==================== if_fetch_unit
==> if_fetch_unit/cell_classes.png <==
The bar under the picture is 50 um long.
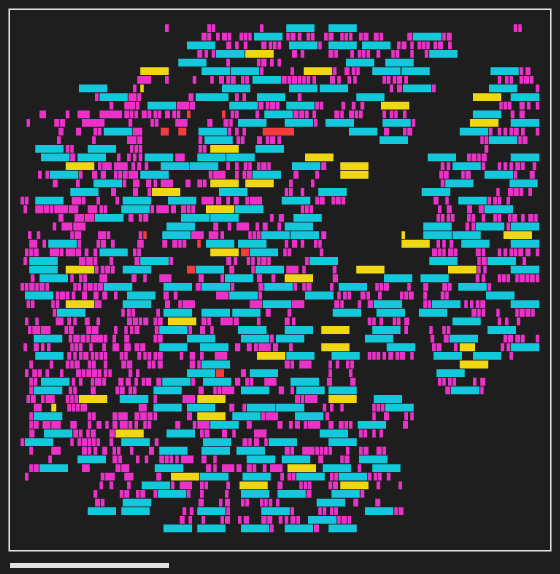

`src/rtl/if_fetch_unit.sv`:
```
// Instruction-fetch stage: sequential PC, credit-limited imem requests, in-order response FIFO to decode.
// Optional hlt-opcode fetch stop is built when IF_HALT_DETECT_EN is defined.
module if_fetch_unit #(
  parameter logic [31:0] RESET_PC   = 32'h0000_0000,
  parameter int          FIFO_DEPTH = 2
) (
  input  logic        clk,
  input  logic        reset,
  input  logic        IsBranchTaken,
  input  logic [31:0] BranchPC,
  output logic        imem_req_valid,
  output logic [31:0] imem_req_addr,
  input  logic        imem_req_ready,
  input  logic        imem_rsp_valid,
  input  logic [31:0] imem_rsp_data,
  output logic        inst_valid,
  output logic [31:0] inst,
  output logic [31:0] inst_pc,
  input  logic        inst_ready
);

  localparam int PW = (FIFO_DEPTH > 1) ? $clog2(FIFO_DEPTH) : 1;
  localparam int CW = PW + 1;

  typedef enum logic [1:0] {
    FETCH = 2'd0,
    STALL = 2'd1,
    HALT  = 2'd2
  } fetchState_e;

  fetchState_e   state_r, stateNext_s;
  logic [31:0]   pc_r;
  logic [31:0]   instMem_r   [FIFO_DEPTH];
  logic [31:0]   instPcMem_r [FIFO_DEPTH];
  logic [31:0]   reqPcMem_r  [FIFO_DEPTH];
  logic [PW-1:0] instRd_r, instWr_r, reqRd_r, reqWr_r;
  logic [CW-1:0] instCount_r, outstanding_r, discard_r;
  logic [CW-1:0] instCountNext_s, outstandingNext_s, discardNext_s;
  logic          halted_s, credit_s, creditNext_s, busy_s;
  logic          reqFire_s, push_s, pop_s, hltSeen_s;
  logic          unusedBranchLsb_s;

  assign unusedBranchLsb_s = ^BranchPC[1:0];

  assign halted_s       = (state_r == HALT);
  assign credit_s       = ({1'b0, instCount_r} + {1'b0, outstanding_r}) < (CW+1)'(FIFO_DEPTH);
  assign imem_req_valid = !reset && !IsBranchTaken && credit_s && !halted_s;
  assign imem_req_addr  = pc_r;
  assign reqFire_s      = imem_req_valid && imem_req_ready;
  assign push_s         = imem_rsp_valid && (discard_r == '0) && !IsBranchTaken;
  assign pop_s          = inst_valid && inst_ready && !IsBranchTaken;

  assign inst_valid = (instCount_r != '0);
  assign inst       = instMem_r[instRd_r];
  assign inst_pc    = instPcMem_r[instRd_r];

`ifdef IF_HALT_DETECT_EN
  assign hltSeen_s = push_s && (imem_rsp_data[31:27] == 5'b11111);
`else
  assign hltSeen_s = 1'b0;
`endif

  // Occupancy, outstanding and discard bookkeeping for the coming edge
  always_comb begin
    outstandingNext_s = outstanding_r;
    instCountNext_s   = instCount_r;
    discardNext_s     = discard_r;
    if (reqFire_s && !imem_rsp_valid) begin
      outstandingNext_s = outstanding_r + CW'(1);
    end else if (imem_rsp_valid && !reqFire_s) begin
      outstandingNext_s = outstanding_r - CW'(1);
    end else begin
      outstandingNext_s = outstanding_r;
    end
    if (IsBranchTaken) begin
      instCountNext_s = '0;
    end else if (push_s && !pop_s) begin
      instCountNext_s = instCount_r + CW'(1);
    end else if (pop_s && !push_s) begin
      instCountNext_s = instCount_r - CW'(1);
    end else begin
      instCountNext_s = instCount_r;
    end
    // Everything still in flight after a redirect belongs to the old path
    if (IsBranchTaken) begin
      discardNext_s = outstandingNext_s;
    end else if (imem_rsp_valid && (discard_r != '0)) begin
      discardNext_s = discard_r - CW'(1);
    end else begin
      discardNext_s = discard_r;
    end
  end

  assign creditNext_s = ({1'b0, instCountNext_s} + {1'b0, outstandingNext_s}) < (CW+1)'(FIFO_DEPTH);
  assign busy_s       = !creditNext_s || (imem_req_valid && !imem_req_ready);

  // Fetch FSM next-state; a redirect always returns to FETCH
  always_comb begin
    stateNext_s = state_r;
    if (IsBranchTaken) begin
      stateNext_s = FETCH;
    end else begin
      case (state_r)
        FETCH:   stateNext_s = hltSeen_s ? HALT : (busy_s ? STALL : FETCH);
        STALL:   stateNext_s = hltSeen_s ? HALT : (creditNext_s ? FETCH : STALL);
        HALT:    stateNext_s = HALT;
        default: stateNext_s = FETCH;
      endcase
    end
  end

  // PC, counters and FSM state
  always_ff @(posedge clk or posedge reset) begin
    if (reset) begin
      state_r       <= FETCH;
      pc_r          <= RESET_PC;
      instCount_r   <= '0;
      outstanding_r <= '0;
      discard_r     <= '0;
    end else begin
      state_r       <= stateNext_s;
      instCount_r   <= instCountNext_s;
      outstanding_r <= outstandingNext_s;
      discard_r     <= discardNext_s;
      if (IsBranchTaken) begin
        pc_r <= {BranchPC[31:2], 2'b00};
      end else if (reqFire_s) begin
        pc_r <= pc_r + 32'd4;
      end else begin
        pc_r <= pc_r;
      end
    end
  end

  // Issued-address FIFO shadowing the request stream; drained by every response
  always_ff @(posedge clk or posedge reset) begin
    if (reset) begin
      reqRd_r <= '0;
      reqWr_r <= '0;
      for (int i = 0; i < FIFO_DEPTH; i++) reqPcMem_r[i] <= 32'd0;
    end else begin
      if (reqFire_s) begin
        reqPcMem_r[reqWr_r] <= pc_r;
        reqWr_r             <= reqWr_r + PW'(1);
      end
      if (imem_rsp_valid) begin
        reqRd_r <= reqRd_r + PW'(1);
      end
    end
  end

  // Instruction FIFO toward decode; a redirect empties it
  always_ff @(posedge clk or posedge reset) begin
    if (reset) begin
      instRd_r <= '0;
      instWr_r <= '0;
      for (int i = 0; i < FIFO_DEPTH; i++) begin
        instMem_r[i]   <= 32'd0;
        instPcMem_r[i] <= 32'd0;
      end
    end else if (IsBranchTaken) begin
      instRd_r <= '0;
      instWr_r <= '0;
    end else begin
      if (push_s) begin
        instMem_r[instWr_r]   <= imem_rsp_data;
        instPcMem_r[instWr_r] <= reqPcMem_r[reqRd_r];
        instWr_r              <= instWr_r + PW'(1);
      end
      if (pop_s) begin
        instRd_r <= instRd_r + PW'(1);
      end
    end
  end

  // A response can only answer a request that was actually issued
  assert property (@(posedge clk) disable iff (reset) imem_rsp_valid |-> (outstanding_r != '0));

endmodule
```
`config.mk`:
```
export PLATFORM = sky130hd
export DESIGN_NAME = if_fetch_unit
export DESIGN_NICKNAME = d
export VERILOG_FILES = /design/src/rtl/if_fetch_unit.sv
export SDC_FILE = /design/constraint.sdc
export NUM_CORES = 1
export LEC_CHECK = 0
export ABC_AREA = 1
export ABC_CLOCK_PERIOD_IN_PS = 9330
export CAP_MARGIN = 25
export CORE_MARGIN = 3
export CORE_UTILIZATION = 40
export CTS_CLUSTER_SIZE = 8
export DETAILED_ROUTE_END_ITERATION = 10
export DONT_BUFFER_PORTS = 1
export PLACE_DENSITY = 0.61
export RECOVER_POWER = 100
export SLEW_MARGIN = 20
export SYNTH_ARGS = -nofsm -noshare
export SYNTH_HDL_FRONTEND = slang
export SYNTH_SLANG_ARGS = --single-unit
export TNS_END_PERCENT = 100
```
`constraint.sdc`:
```
create_clock -name clk -period 9.33 [get_ports clk]
set_input_delay 1.3995 -clock clk [delete_from_list [all_inputs] [get_ports clk]]
set_output_delay 1.3995 -clock clk [all_outputs]
set_load 0.02 [all_outputs]
```
==================== matrix_keypad_entry
### src/rtl/matrix_keypad_entry.sv
// Matrix keypad scanner with press/release debounce and a decimal entry buffer.
// One row is driven low at a time; a low column starts a press debounce on the
// frozen row. Each debounced single-key press produces exactly one key event
// that edits the entry buffer (digits, backspace, clear, enter).
module matrix_keypad_entry #(
    parameter int                     ROWS        = 4,
    parameter int                     COLS        = 4,
    parameter int                     SCAN_PERIOD = 2_000_000,
    parameter int                     DEBOUNCE    = 2_000_000,
    parameter int                     MAX_DIGITS  = 4,
    parameter int                     DATA_W      = 14,
    parameter logic [ROWS*COLS*4-1:0] KEYMAP      = 64'hFF0F_C987_B654_A321
) (
    input  logic                                 sys_clk,
    input  logic                                 sys_rst_n,
    input  logic [COLS-1:0]                      col,
    input  logic                                 ack,
    output logic [ROWS-1:0]                      row,
    output logic                                 key_valid,
    output logic [3:0]                           key_code,
    output logic [DATA_W-1:0]                    value,
    output logic [$clog2(MAX_DIGITS+1)-1:0]      digit_cnt,
    output logic [DATA_W-1:0]                    result,
    output logic                                 result_valid,
    output logic                                 overflow
);

    localparam int KEYS    = ROWS * COLS;
    localparam int RIDX_W  = $clog2(ROWS);
    localparam int CIDX_W  = $clog2(COLS);
    localparam int KIDX_W  = $clog2(KEYS);
    localparam int TMR_MAX = (SCAN_PERIOD > DEBOUNCE) ? SCAN_PERIOD : DEBOUNCE;
    localparam int TMR_W   = $clog2(TMR_MAX + 1);
    localparam int CNT_W   = $clog2(MAX_DIGITS + 1);

    localparam logic [3:0] CODE_BKSP  = 4'hA;
    localparam logic [3:0] CODE_CLEAR = 4'hB;
    localparam logic [3:0] CODE_ENTER = 4'hC;

    typedef enum logic [1:0] {
        SCAN,
        PRESS_DB,
        HELD,
        RELEASE_DB
    } state_t;

    state_t            state, state_nxt;
    logic [RIDX_W-1:0] row_idx, row_idx_nxt, row_adv;
    logic [TMR_W-1:0]  tmr, tmr_nxt;
    logic [COLS-1:0]   col_cap, col_cap_nxt;
    logic              key_fire;

    logic              single_low;
    logic [CIDX_W-1:0] col_idx;
    logic [KIDX_W-1:0] key_idx;
    logic [3:0]        key_sel;
    logic [3:0]        code_tbl [KEYS];
    logic [DATA_W-1:0] value_push;

    // One-cold row drive follows the registered row index, so reset acts on it at once.
    assign row     = ~(ROWS'(1) << row_idx);
    assign row_adv = (row_idx == RIDX_W'(ROWS - 1)) ? '0 : row_idx + RIDX_W'(1);

    // Unpack the flat keymap into a per-key code table.
    for (genvar g = 0; g < KEYS; g++) begin : g_code
        assign code_tbl[g] = KEYMAP[4*g +: 4];
    end

    // Decode the captured column pattern into a column index (valid when single_low).
    always_comb begin
        col_idx = '0;
        for (int c = 0; c < COLS; c++) begin
            if (!col_cap[c]) col_idx = CIDX_W'(c);
        end
    end

    assign single_low = $onehot(~col_cap);
    assign key_idx    = KIDX_W'(row_idx) * KIDX_W'(COLS) + KIDX_W'(col_idx);
    assign key_sel    = code_tbl[key_idx];
    // Fits in DATA_W because a digit is only appended while fewer than MAX_DIGITS are held.
    assign value_push = value * DATA_W'(10) + DATA_W'(key_sel);

    // Scanner state, row index, shared scan/debounce timer and captured columns.
    // NOTE: sequential state uses non-blocking assignments so every register
    // samples pre-edge values regardless of statement order.
    always_ff @(posedge sys_clk or negedge sys_rst_n) begin
        if (!sys_rst_n) begin
            state   <= SCAN;
            row_idx <= '0;
            tmr     <= '0;
            col_cap <= '1;
        end else begin
            state   <= state_nxt;
            row_idx <= row_idx_nxt;
            tmr     <= tmr_nxt;
            col_cap <= col_cap_nxt;
        end
    end

    // Next-state logic: scan rotation, press debounce, hold, release debounce.
    // NOTE: every signal gets a default first so no path leaves one unassigned,
    // which would otherwise infer a latch.
    always_comb begin
        state_nxt   = state;
        row_idx_nxt = row_idx;
        tmr_nxt     = tmr;
        col_cap_nxt = col_cap;
        key_fire    = 1'b0;
        unique case (state)
            SCAN: begin
                if (col != '1) begin
                    col_cap_nxt = col;
                    tmr_nxt     = '0;
                    state_nxt   = PRESS_DB;
                end else if (tmr == TMR_W'(SCAN_PERIOD - 1)) begin
                    tmr_nxt     = '0;
                    row_idx_nxt = row_adv;
                end else begin
                    tmr_nxt = tmr + TMR_W'(1);
                end
            end
            PRESS_DB: begin
                // The capture cycle starts the window; DEBOUNCE matching cycles follow.
                if (col != col_cap) begin
                    tmr_nxt   = '0;
                    state_nxt = SCAN;
                end else if (tmr == TMR_W'(DEBOUNCE - 1)) begin
                    tmr_nxt   = '0;
                    state_nxt = HELD;
                    key_fire  = single_low;  // multi-key patterns are ghosts: no event
                end else begin
                    tmr_nxt = tmr + TMR_W'(1);
                end
            end
            HELD: begin
                if (col == '1) begin
                    tmr_nxt   = '0;
                    state_nxt = RELEASE_DB;
                end
            end
            RELEASE_DB: begin
                if (col != '1) begin
                    tmr_nxt   = '0;
                    state_nxt = HELD;
                end else if (tmr == TMR_W'(DEBOUNCE - 1)) begin
                    tmr_nxt     = '0;
                    row_idx_nxt = row_adv;
                    state_nxt   = SCAN;
                end else begin
                    tmr_nxt = tmr + TMR_W'(1);
                end
            end
            default: state_nxt = SCAN;
        endcase
    end

    // Key event outputs and entry buffer; ack overrides any same-cycle buffer action.
    always_ff @(posedge sys_clk or negedge sys_rst_n) begin
        if (!sys_rst_n) begin
            key_valid    <= 1'b0;
            key_code     <= 4'h0;
            value        <= '0;
            digit_cnt    <= '0;
            result       <= '0;
            result_valid <= 1'b0;
            overflow     <= 1'b0;
        end else begin
            key_valid    <= key_fire;
            result_valid <= 1'b0;
            overflow     <= 1'b0;
            if (key_fire) key_code <= key_sel;

            if (ack) begin
                value     <= '0;
                digit_cnt <= '0;
            end else if (key_fire) begin
                if (key_sel <= 4'd9) begin
                    if (digit_cnt < CNT_W'(MAX_DIGITS)) begin
                        value     <= value_push;
                        digit_cnt <= digit_cnt + CNT_W'(1);
                    end else begin
                        overflow <= 1'b1;
                    end
                end else if (key_sel == CODE_BKSP) begin
                    if (digit_cnt != '0) begin
                        value     <= value / DATA_W'(10);
                        digit_cnt <= digit_cnt - CNT_W'(1);
                    end
                end else if (key_sel == CODE_CLEAR) begin
                    value     <= '0;
                    digit_cnt <= '0;
                end else if (key_sel == CODE_ENTER) begin
                    result       <= value;
                    result_valid <= 1'b1;
                    value        <= '0;
                    digit_cnt    <= '0;
                end
            end
        end
    end

endmodule

### config.mk
export PLATFORM = sky130hd
export DESIGN_NAME = matrix_keypad_entry
export DESIGN_NICKNAME = d
export VERILOG_FILES = /design/src/rtl/matrix_keypad_entry.sv
export SDC_FILE = /design/constraint.sdc
export NUM_CORES = 1
export LEC_CHECK = 0
export CORE_ASPECT_RATIO = 0.6
export CORE_MARGIN = 1
export CORE_UTILIZATION = 60
export CTS_BUF_LIST = sky130_fd_sc_hd__clkbuf_8 sky130_fd_sc_hd__clkbuf_16
export CTS_CLUSTER_SIZE = 24
export DETAILED_ROUTE_END_ITERATION = 7
export HOLD_SLACK_MARGIN = 0.15
export PLACE_DENSITY_LB_ADDON = 0.12
export RECOVER_POWER = 100
export SETUP_SLACK_MARGIN = 0.02
export SKIP_LAST_GASP = 1
export SLEW_MARGIN = 20
export SYNTH_ARGS = -nofsm -noshare
export SYNTH_HDL_FRONTEND = slang
export SYNTH_SLANG_ARGS = --single-unit
### constraint.sdc
create_clock -name sys_clk -period 5.6 [get_ports sys_clk]
set_input_delay 1.12 -clock sys_clk [delete_from_list [all_inputs] [get_ports sys_clk]]
set_output_delay 1.12 -clock sys_clk [all_outputs]
set_load 0.02 [all_outputs]

==> screenshots <==
Routed clock nets over the placement.
The bar under the picture is 50 um long.
image #1
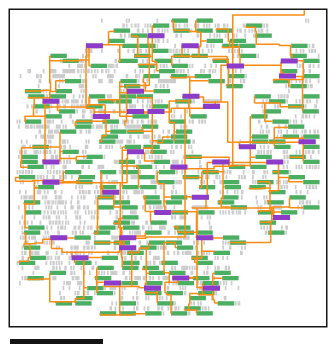
image #2
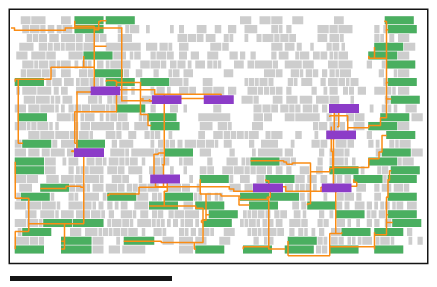
- most sequential cells: image #1
- largest die: image #1
| picture | from |
|---|---|
| image #1 | if_fetch_unit |
| image #2 | matrix_keypad_entry |

Key to image #1:
Purple stands for cells driving clock nets, count 34. Orange stands for clock wires, length 3150 um. Green stands for flip-flops, count 226.
Position of the flops: spread over the die. There are 35 routed clock nets.

==> matrix_keypad_entry/pdn.png <==
Pins as bars on the die edge. Tap cells in grey.
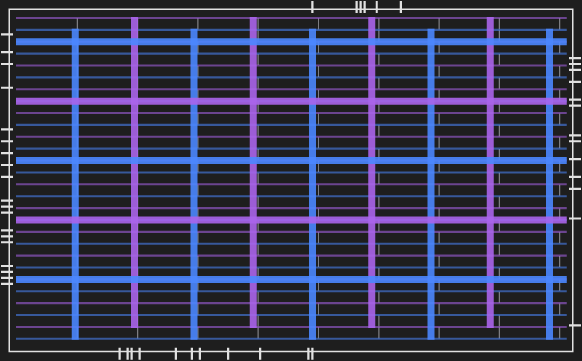
Blue stands for VSS. Purple stands for VDD.
28 met1 rails follow the rows. 5 straps on met5.
Core Box Area: 0.00926 mm^2
Chip Width: 129 um
peak supply drop: 0.486 mV

==> impl_metrics.json, matrix_keypad_entry <==
{
  "grt_max_degree": 68,
  "syn_inst": 701,
  "p_leak_nw": 2.91,
  "run_status": "finished, violations left",
  "signal_buffers": 57,
  "antenna_found_initial": 0,
  "p_comb_frac": 0.706,
  "violations": "max-capacitance violations, max-slew violations",
  "fin_util": 0.715,
  "rr_worst_depth": 12,
  "ys_chip_area_mm2": 0.00577,
  "regArea_mm2": 0.00168,
  "synth-async-reset-ratio": 1.00,
  "synth_flops": 67,
  "grt_usage": 0.342,
  "cts_root_buf": "clkbuf_16",
  "slew-limit-headroom": -1.42,
  "layout_top_cell": "nand2_1",
  "comb_share": 0.572,
  "cp_data_required_time_ns": 5.82,
  "diodes": 0,
  "power.density_mw_per_mm2": 706,
  "vias": 5651,
  "cap_violations": 1,
  "final-max-slew-violation-count": 68,
  "nNetsFinal": 783,
  "crit_fanout": 33
}
[matrix_keypad_entry: sequential cells by signal, summed over array words and instances (netlist names)]
signal        flops
digit_cnt         3
tmr              21
row_idx           2
value            14
result_valid      1
key_code          4
overflow          1
result           14
col_cap           4
key_valid         1
state             2
[matrix_keypad_entry: stage by stage]
stage | hold WS [ns] | total power [mW] | cells
5_1_grt | 0.503 | 5.06 | 868
3_3_place_gp | 0.460 | 3.94 | 852
4_1_cts | 0.482 | 4.63 | 868
6_report | 0.470 | 4.67 | 868
3_5_place_dp | 0.470 | 4.02 | 852
2_1_floorplan | 0.475 | 3.24 | 701
[matrix_keypad_entry: worst reg2reg max path, delay by kind of cell (launching register included)]
family	cells	cell delay (ns)
AND/OR/NAND/NOR	1	0.25
flip-flops	1	0.59
adder cells (fa/ha/maj)	1	0.22
AND-OR/OR-AND	6	2.24
buffers and inverters	4	1.66
[matrix_keypad_entry: routing by layer]
| metal | GRT usage | wire length [um] | vias up |
|---|---|---|---|
| met2 | 0.475 | 6370 | 299 |
| met5 | 0 | 0 | - |
| li1 | - | - | 2644 |
| met1 | 0.523 | 7920 | 2690 |
| met4 | 0.0506 | 126 | 0 |
| met3 | 0.0986 | 1620 | 18 |
==> if_fetch_unit/final_clocks.png <==
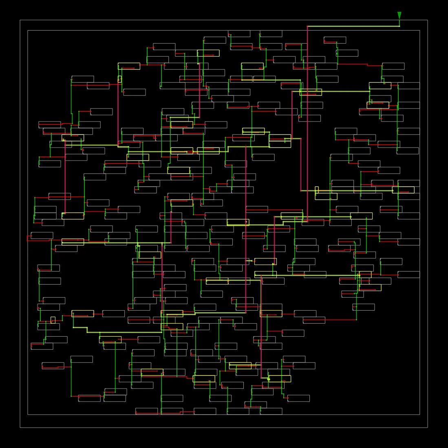
clk pwr: 1.11 mW
FF+latch count: 226
number of clock sinks: 226
clk latency of the worst-skew pair: 0.49 ns

Notes on if_fetch_unit/cell_classes.png above:
Yellow stands for clock drivers and dummy loads, cells 41, share of their area 8.4%. Magenta stands for all other logic, cells 1014, share of their area 41%. Red stands for other buffers and delay cells, cells 10, share of their area 0.71%. Cyan stands for flops, cells 226, share of their area 50%.
Seq/total area: 0.481
Core Box Area: 0.0263 mm^2
fin util: 0.448
post-route cell area: 0.0118 mm^2

==> impl_metrics.json, if_fetch_unit <==
{
  "fmaxAchievable_ghz": 0.181,
  "gp_congestion": 0.855,
  "cts_root_buf": "clkbuf_16",
  "p_total_mw": 3.73,
  "period_used_share": 0.591,
  "final-max-slew-violation-count": 264,
  "place_area_mm2": 0.0109,
  "fillCellCount": 2642,
  "ys_chip_area_mm2": 0.0108,
  "final_cells": 1626,
  "met2_usage": 0.261,
  "run_status": "finished, violations left",
  "grt_pass1_vias": 7782,
  "synth-async-reset-ratio": 1.00,
  "synth_top_area_share": 0.524,
  "violations": "max-capacitance violations, max-slew violations",
  "cap_violations": 4
}
==> if_fetch_unit: layout by cell type, fill, tap and decap left out, drive strengths merged, types with 7 or more instances in the layout <==
cell    count
nor2       34
dfrtp     226
o21ai     203
mux2       30
clkbuf     44
inv       128
nand2     507
nor3       16
nand3      37
nand4       7
xor2       14
o211ai      9
==> if_fetch_unit: worst paths after layout <==
kind                            cells past startpoint                     endpoint
worst max-delay path                                9  instPcMem_r[13]$_DFFE_PP0P_
worst min-delay path                                1         state_r[0]$_DFF_PP0_
worst max register to register                     11  instPcMem_r[13]$_DFFE_PP0P_
worst min register to register                      1         state_r[0]$_DFF_PP0_
max in group asynchronous                           2         instRd_r$_DFFE_PP0P_
min in group asynchronous                           1     instCount_r[1]$_DFF_PP0_
==> if_fetch_unit: registers in the layout, summed over array words and instances (netlist names) <==
| signal | cells |
|---|---|
| instMem_r | 64 |
| instPcMem_r | 60 |
| reqPcMem_r | 60 |
| imem_req_addr | 30 |
| discard_r | 2 |
| instCount_r | 2 |
| outstanding_r | 2 |
| state_r | 2 |
| instRd_r | 1 |
| instWr_r | 1 |
| reqRd_r | 1 |
| reqWr_r | 1 |

==================== condicionador_flat
==> condicionador_flat/pdn.png <==
Pins as bars on the die edge. Tap cells in grey.
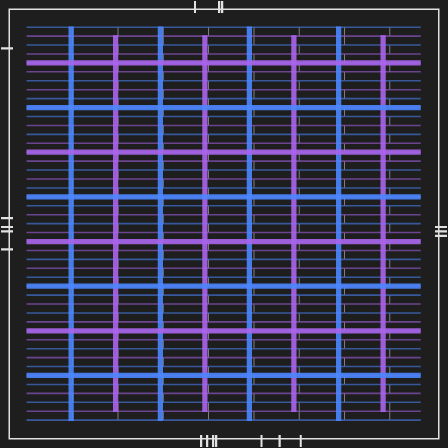
### src/rtl/condicionador_pkg.sv
// Shared definitions for the condicionador key/switch conditioner: per-channel
// FSM state encoding and the default stability window.
package condicionador_pkg;

    // 20 ms at 50 MHz.
    localparam int DEB_CYCLES_DEFAULT = 1000000;

    typedef enum logic [1:0] {
        STABLE_LO = 2'b00,
        WAIT_HI   = 2'b01,
        STABLE_HI = 2'b11,
        WAIT_LO   = 2'b10
    } estado_t;

endpackage

### src/rtl/condicionador_if.sv
// Raw key levels in, debounced levels and edge pulses out, one bit per channel.
interface condicionador_if #(
    parameter int N_IN = 4
);
    logic [N_IN-1:0] btn_in;
    logic [N_IN-1:0] level_out;
    logic [N_IN-1:0] rise_pulse;
    logic [N_IN-1:0] fall_pulse;

    modport master (output btn_in, input level_out, rise_pulse, fall_pulse);
    modport slave  (input btn_in, output level_out, rise_pulse, fall_pulse);
endinterface

### src/rtl/debounce_canal.sv
// Single debounce channel: two-flop synchronizer, four-state FSM and a
// stability counter; level and pulses are registered.
module debounce_canal
    import condicionador_pkg::*;
#(
    parameter int DEB_CYCLES = DEB_CYCLES_DEFAULT
) (
    input  logic CLOCK_50,
    input  logic reset,
    input  logic btn_in,
    output logic level_out,
    output logic rise_pulse,
    output logic fall_pulse
);
    localparam int               CNT_W    = (DEB_CYCLES > 1) ? $clog2(DEB_CYCLES) : 1;
    localparam logic [CNT_W-1:0] CNT_LAST = CNT_W'(DEB_CYCLES - 1);

    logic             sync_meta;
    logic             sync;
    estado_t          state_q, state_d;
    logic [CNT_W-1:0] cnt_q, cnt_d;
    logic             level_d, rise_d, fall_d;

    // NOTE: sequential state uses non-blocking assignments so every flop
    // samples the pre-edge value, independent of statement order.
    always_ff @(posedge CLOCK_50) begin
        if (reset) begin
            sync_meta  <= 1'b0;
            sync       <= 1'b0;
            state_q    <= STABLE_LO;
            cnt_q      <= '0;
            level_out  <= 1'b0;
            rise_pulse <= 1'b0;
            fall_pulse <= 1'b0;
        end else begin
            sync_meta  <= btn_in;
            sync       <= sync_meta;
            state_q    <= state_d;
            cnt_q      <= cnt_d;
            level_out  <= level_d;
            rise_pulse <= rise_d;
            fall_pulse <= fall_d;
        end
    end

    // NOTE: every output of this block gets a default first, so no path
    // through the case can leave a value unassigned and infer a latch.
    always_comb begin
        state_d = state_q;
        cnt_d   = cnt_q;
        level_d = level_out;
        rise_d  = 1'b0;
        fall_d  = 1'b0;
        unique case (state_q)
            STABLE_LO: begin
                if (sync) begin
                    state_d = WAIT_HI;
                    cnt_d   = '0;
                end
            end
            WAIT_HI: begin
                if (!sync) begin
                    state_d = STABLE_LO;
                    cnt_d   = '0;
                end else if (cnt_q == CNT_LAST) begin
                    // Compared before incrementing, so the counter never wraps.
                    state_d = STABLE_HI;
                    cnt_d   = '0;
                    level_d = 1'b1;
                    rise_d  = 1'b1;
                end else begin
                    cnt_d = cnt_q + CNT_W'(1);
                end
            end
            STABLE_HI: begin
                if (!sync) begin
                    state_d = WAIT_LO;
                    cnt_d   = '0;
                end
            end
            WAIT_LO: begin
                if (sync) begin
                    state_d = STABLE_HI;
                    cnt_d   = '0;
                end else if (cnt_q == CNT_LAST) begin
                    state_d = STABLE_LO;
                    cnt_d   = '0;
                    level_d = 1'b0;
                    fall_d  = 1'b1;
                end else begin
                    cnt_d = cnt_q + CNT_W'(1);
                end
            end
            default: begin
                state_d = STABLE_LO;
                cnt_d   = '0;
            end
        endcase
    end

endmodule

### src/rtl/condicionador.sv
// Conditioner top: N_IN independent debounce channels feeding counter
// control inputs with clean levels and single-cycle edge pulses.
module condicionador
    import condicionador_pkg::*;
#(
    parameter int N_IN       = 4,
    parameter int DEB_CYCLES = DEB_CYCLES_DEFAULT
) (
    input  logic           CLOCK_50,
    input  logic           reset,
    condicionador_if.slave bus
);

    for (genvar i = 0; i < N_IN; i++) begin : g_canal
        debounce_canal #(
            .DEB_CYCLES(DEB_CYCLES)
        ) u_canal (
            .CLOCK_50  (CLOCK_50),
            .reset     (reset),
            .btn_in    (bus.btn_in[i]),
            .level_out (bus.level_out[i]),
            .rise_pulse(bus.rise_pulse[i]),
            .fall_pulse(bus.fall_pulse[i])
        );
    end

endmodule

### src/flat_wrapper.sv
// flat-port wrapper written by rule: the top's interface ports become plain ports
module condicionador_flat import condicionador_pkg::*;
#(
    parameter int N_IN       = 4,
    parameter int DEB_CYCLES = DEB_CYCLES_DEFAULT
)
  (CLOCK_50, reset, bus_btn_in, bus_level_out, bus_rise_pulse, bus_fall_pulse);
  condicionador_if #(.N_IN(N_IN)) bus_i ();
  input  logic CLOCK_50;
  input  logic reset;
  input wire logic [$bits(bus_i.btn_in)-1:0] bus_btn_in;
  output wire logic [$bits(bus_i.level_out)-1:0] bus_level_out;
  output wire logic [$bits(bus_i.rise_pulse)-1:0] bus_rise_pulse;
  output wire logic [$bits(bus_i.fall_pulse)-1:0] bus_fall_pulse;
  assign bus_i.btn_in = bus_btn_in;
  assign bus_level_out = bus_i.level_out;
  assign bus_rise_pulse = bus_i.rise_pulse;
  assign bus_fall_pulse = bus_i.fall_pulse;
  condicionador #(.N_IN(N_IN), .DEB_CYCLES(DEB_CYCLES)) u_core (.CLOCK_50(CLOCK_50), .reset(reset), .bus(bus_i));
endmodule
### config.mk
export PLATFORM = sky130hd
export DESIGN_NAME = condicionador_flat
export DESIGN_NICKNAME = d
export VERILOG_FILES = /design/src/rtl/condicionador_pkg.sv /design/src/rtl/condicionador_if.sv /design/src/rtl/debounce_canal.sv /design/src/rtl/condicionador.sv /design/src/flat_wrapper.sv
export SDC_FILE = /design/constraint.sdc
export NUM_CORES = 1
export LEC_CHECK = 0
export ABC_AREA = 0
export CAP_MARGIN = 25
export CORE_MARGIN = 5
export CORE_UTILIZATION = 38
export DETAILED_ROUTE_END_ITERATION = 7
export GPL_ROUTABILITY_DRIVEN = 0
export PLACE_DENSITY = 0.57
export SYNTH_ARGS = -nofsm -noshare
export SYNTH_HDL_FRONTEND = slang
export SYNTH_SLANG_ARGS = --single-unit
### constraint.sdc
create_clock -name CLOCK_50 -period 4.3 [get_ports CLOCK_50]
set_input_delay 0.86 -clock CLOCK_50 [delete_from_list [all_inputs] [get_ports CLOCK_50]]
set_output_delay 0.86 -clock CLOCK_50 [all_outputs]
set_load 0.005 [all_outputs]
==> impl_metrics.json <==
{
  "slowest_stage": "nor3_1",
  "power_switching_share": 0.244,
  "highest_layer": "met4",
  "p_int_mw": 1.53,
  "yosysWarnings": 0,
  "min_period_ns": 2.51,
  "slew-limit-headroom": 0.421,
  "met1_usage": 0.164,
  "comb_share": 0.514,
  "setup-tns-final_ns": 0,
  "cp-start-kind": "flop",
  "run_status": "completed",
  "final_cells": 830,
  "met2_usage": 0.231,
  "seq_share": 0.358,
  "hold_class": "flop to flop",
  "common_cells": "dfxtp_1 (108), nor2_1 (84), nand2_1 (50)",
  "postLayoutCellArea_mm2": 0.00604,
  "rr_worst_depth": 7,
  "io_pins": 18,
  "worstSetupPathType": "flop to flop",
  "grt_busiest_layer": "met2",
  "cts_resized": 0,
  "grt_pass1_wl_um": 18700,
  "fin_util": 0.420,
  "cts_tree": "yes",
  "crit_fanout": 13,
  "yosysUniqueCellTypes": 60,
  "worst-path-buf-inv": 1
}
Notes on condicionador_flat/pdn.png above:
Purple stands for VDD. Blue stands for VSS.
8 straps on met4. 8 straps on met5. 45 met1 rails follow the rows. 18 signal pins sit on the boundary. 184 tap cells.
Core Box Area: 0.0144 mm^2
Die Span Y: 130 um
Chip Width: 130 um
peak supply drop: 0.186 mV

## cell families after synthesis
kind of cell    after synthesis  share of synthesized area
mux                          16                     0.0307
xor+xnor                     50                     0.0796
simple gates                301                      0.293
buf+inv                      50                     0.0430
fa+ha+maj                    20                     0.0455
flops                       108                      0.393
compound gates              100                      0.115
## per-stage QoR
| step | total power, mW | setup WS [ns] | hold WS (ns) |
|---|---|---|---|
| finish | 2.03 | 1.79 | 0.437 |
| global route | 2.13 | 1.55 | 0.464 |
| CTS | 2.07 | 1.77 | 0.442 |
| detailed placement | 1.23 | 1.80 | 0.425 |
| global placement | 1.22 | 1.89 | 0.420 |
| floorplan | 1.19 | 2.21 | 0.414 |
## registers in the layout, indices dropped and copies added (netlist names)
name / cells
u_core.g_canal.u_canal.sync: 4
u_core.g_canal.u_canal.cnt_q: 80
u_core.g_canal.u_canal.level_out: 4
u_core.g_canal.u_canal.fall_pulse: 4
u_core.g_canal.u_canal.rise_pulse: 4
u_core.g_canal.u_canal.state_q: 8
u_core.g_canal.u_canal.sync_meta: 4


==> gallery <==
Selected gate families.
The bar under the picture is 50 um long.
picture 1
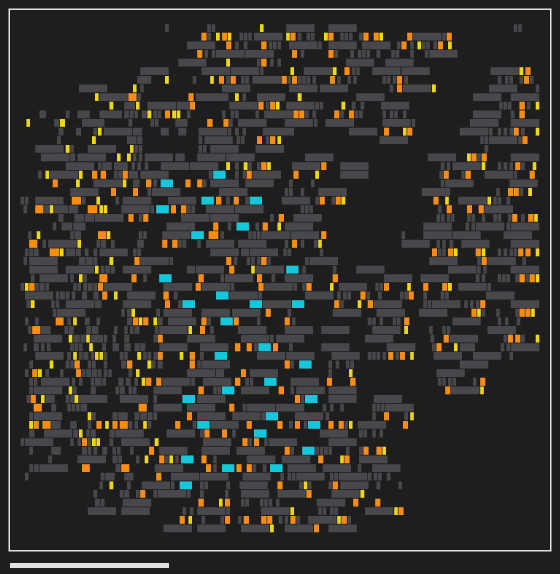
picture 2
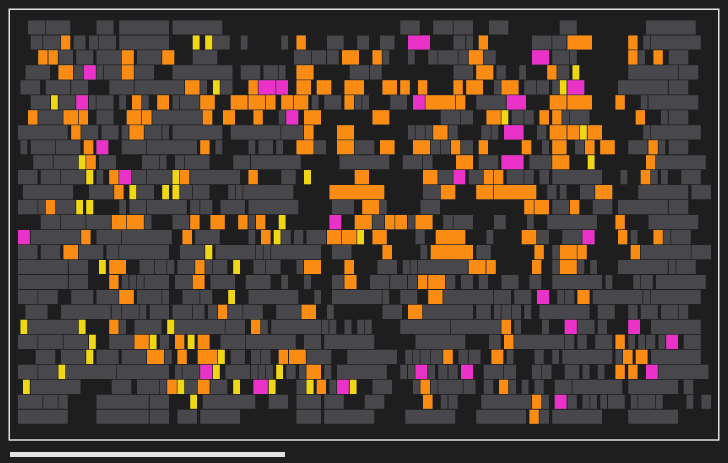
picture 3
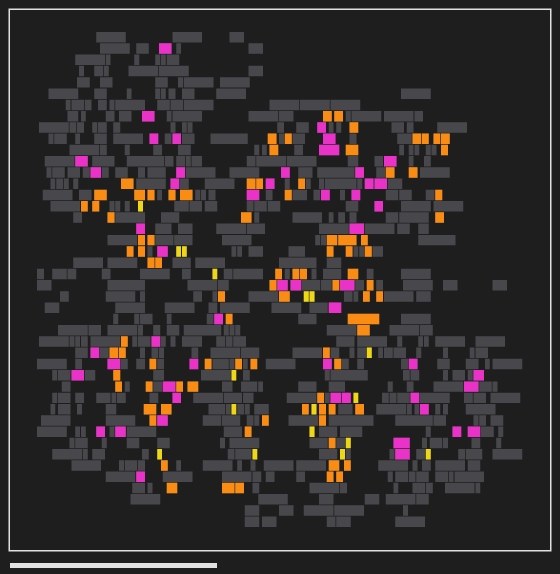
condicionador_flat -> picture 3
if_fetch_unit -> picture 1
matrix_keypad_entry -> picture 2
The one with the largest die is picture 1.
The one with the most cells is picture 1.

Power figures rest on the tool's default switching activity, not on a simulated workload.
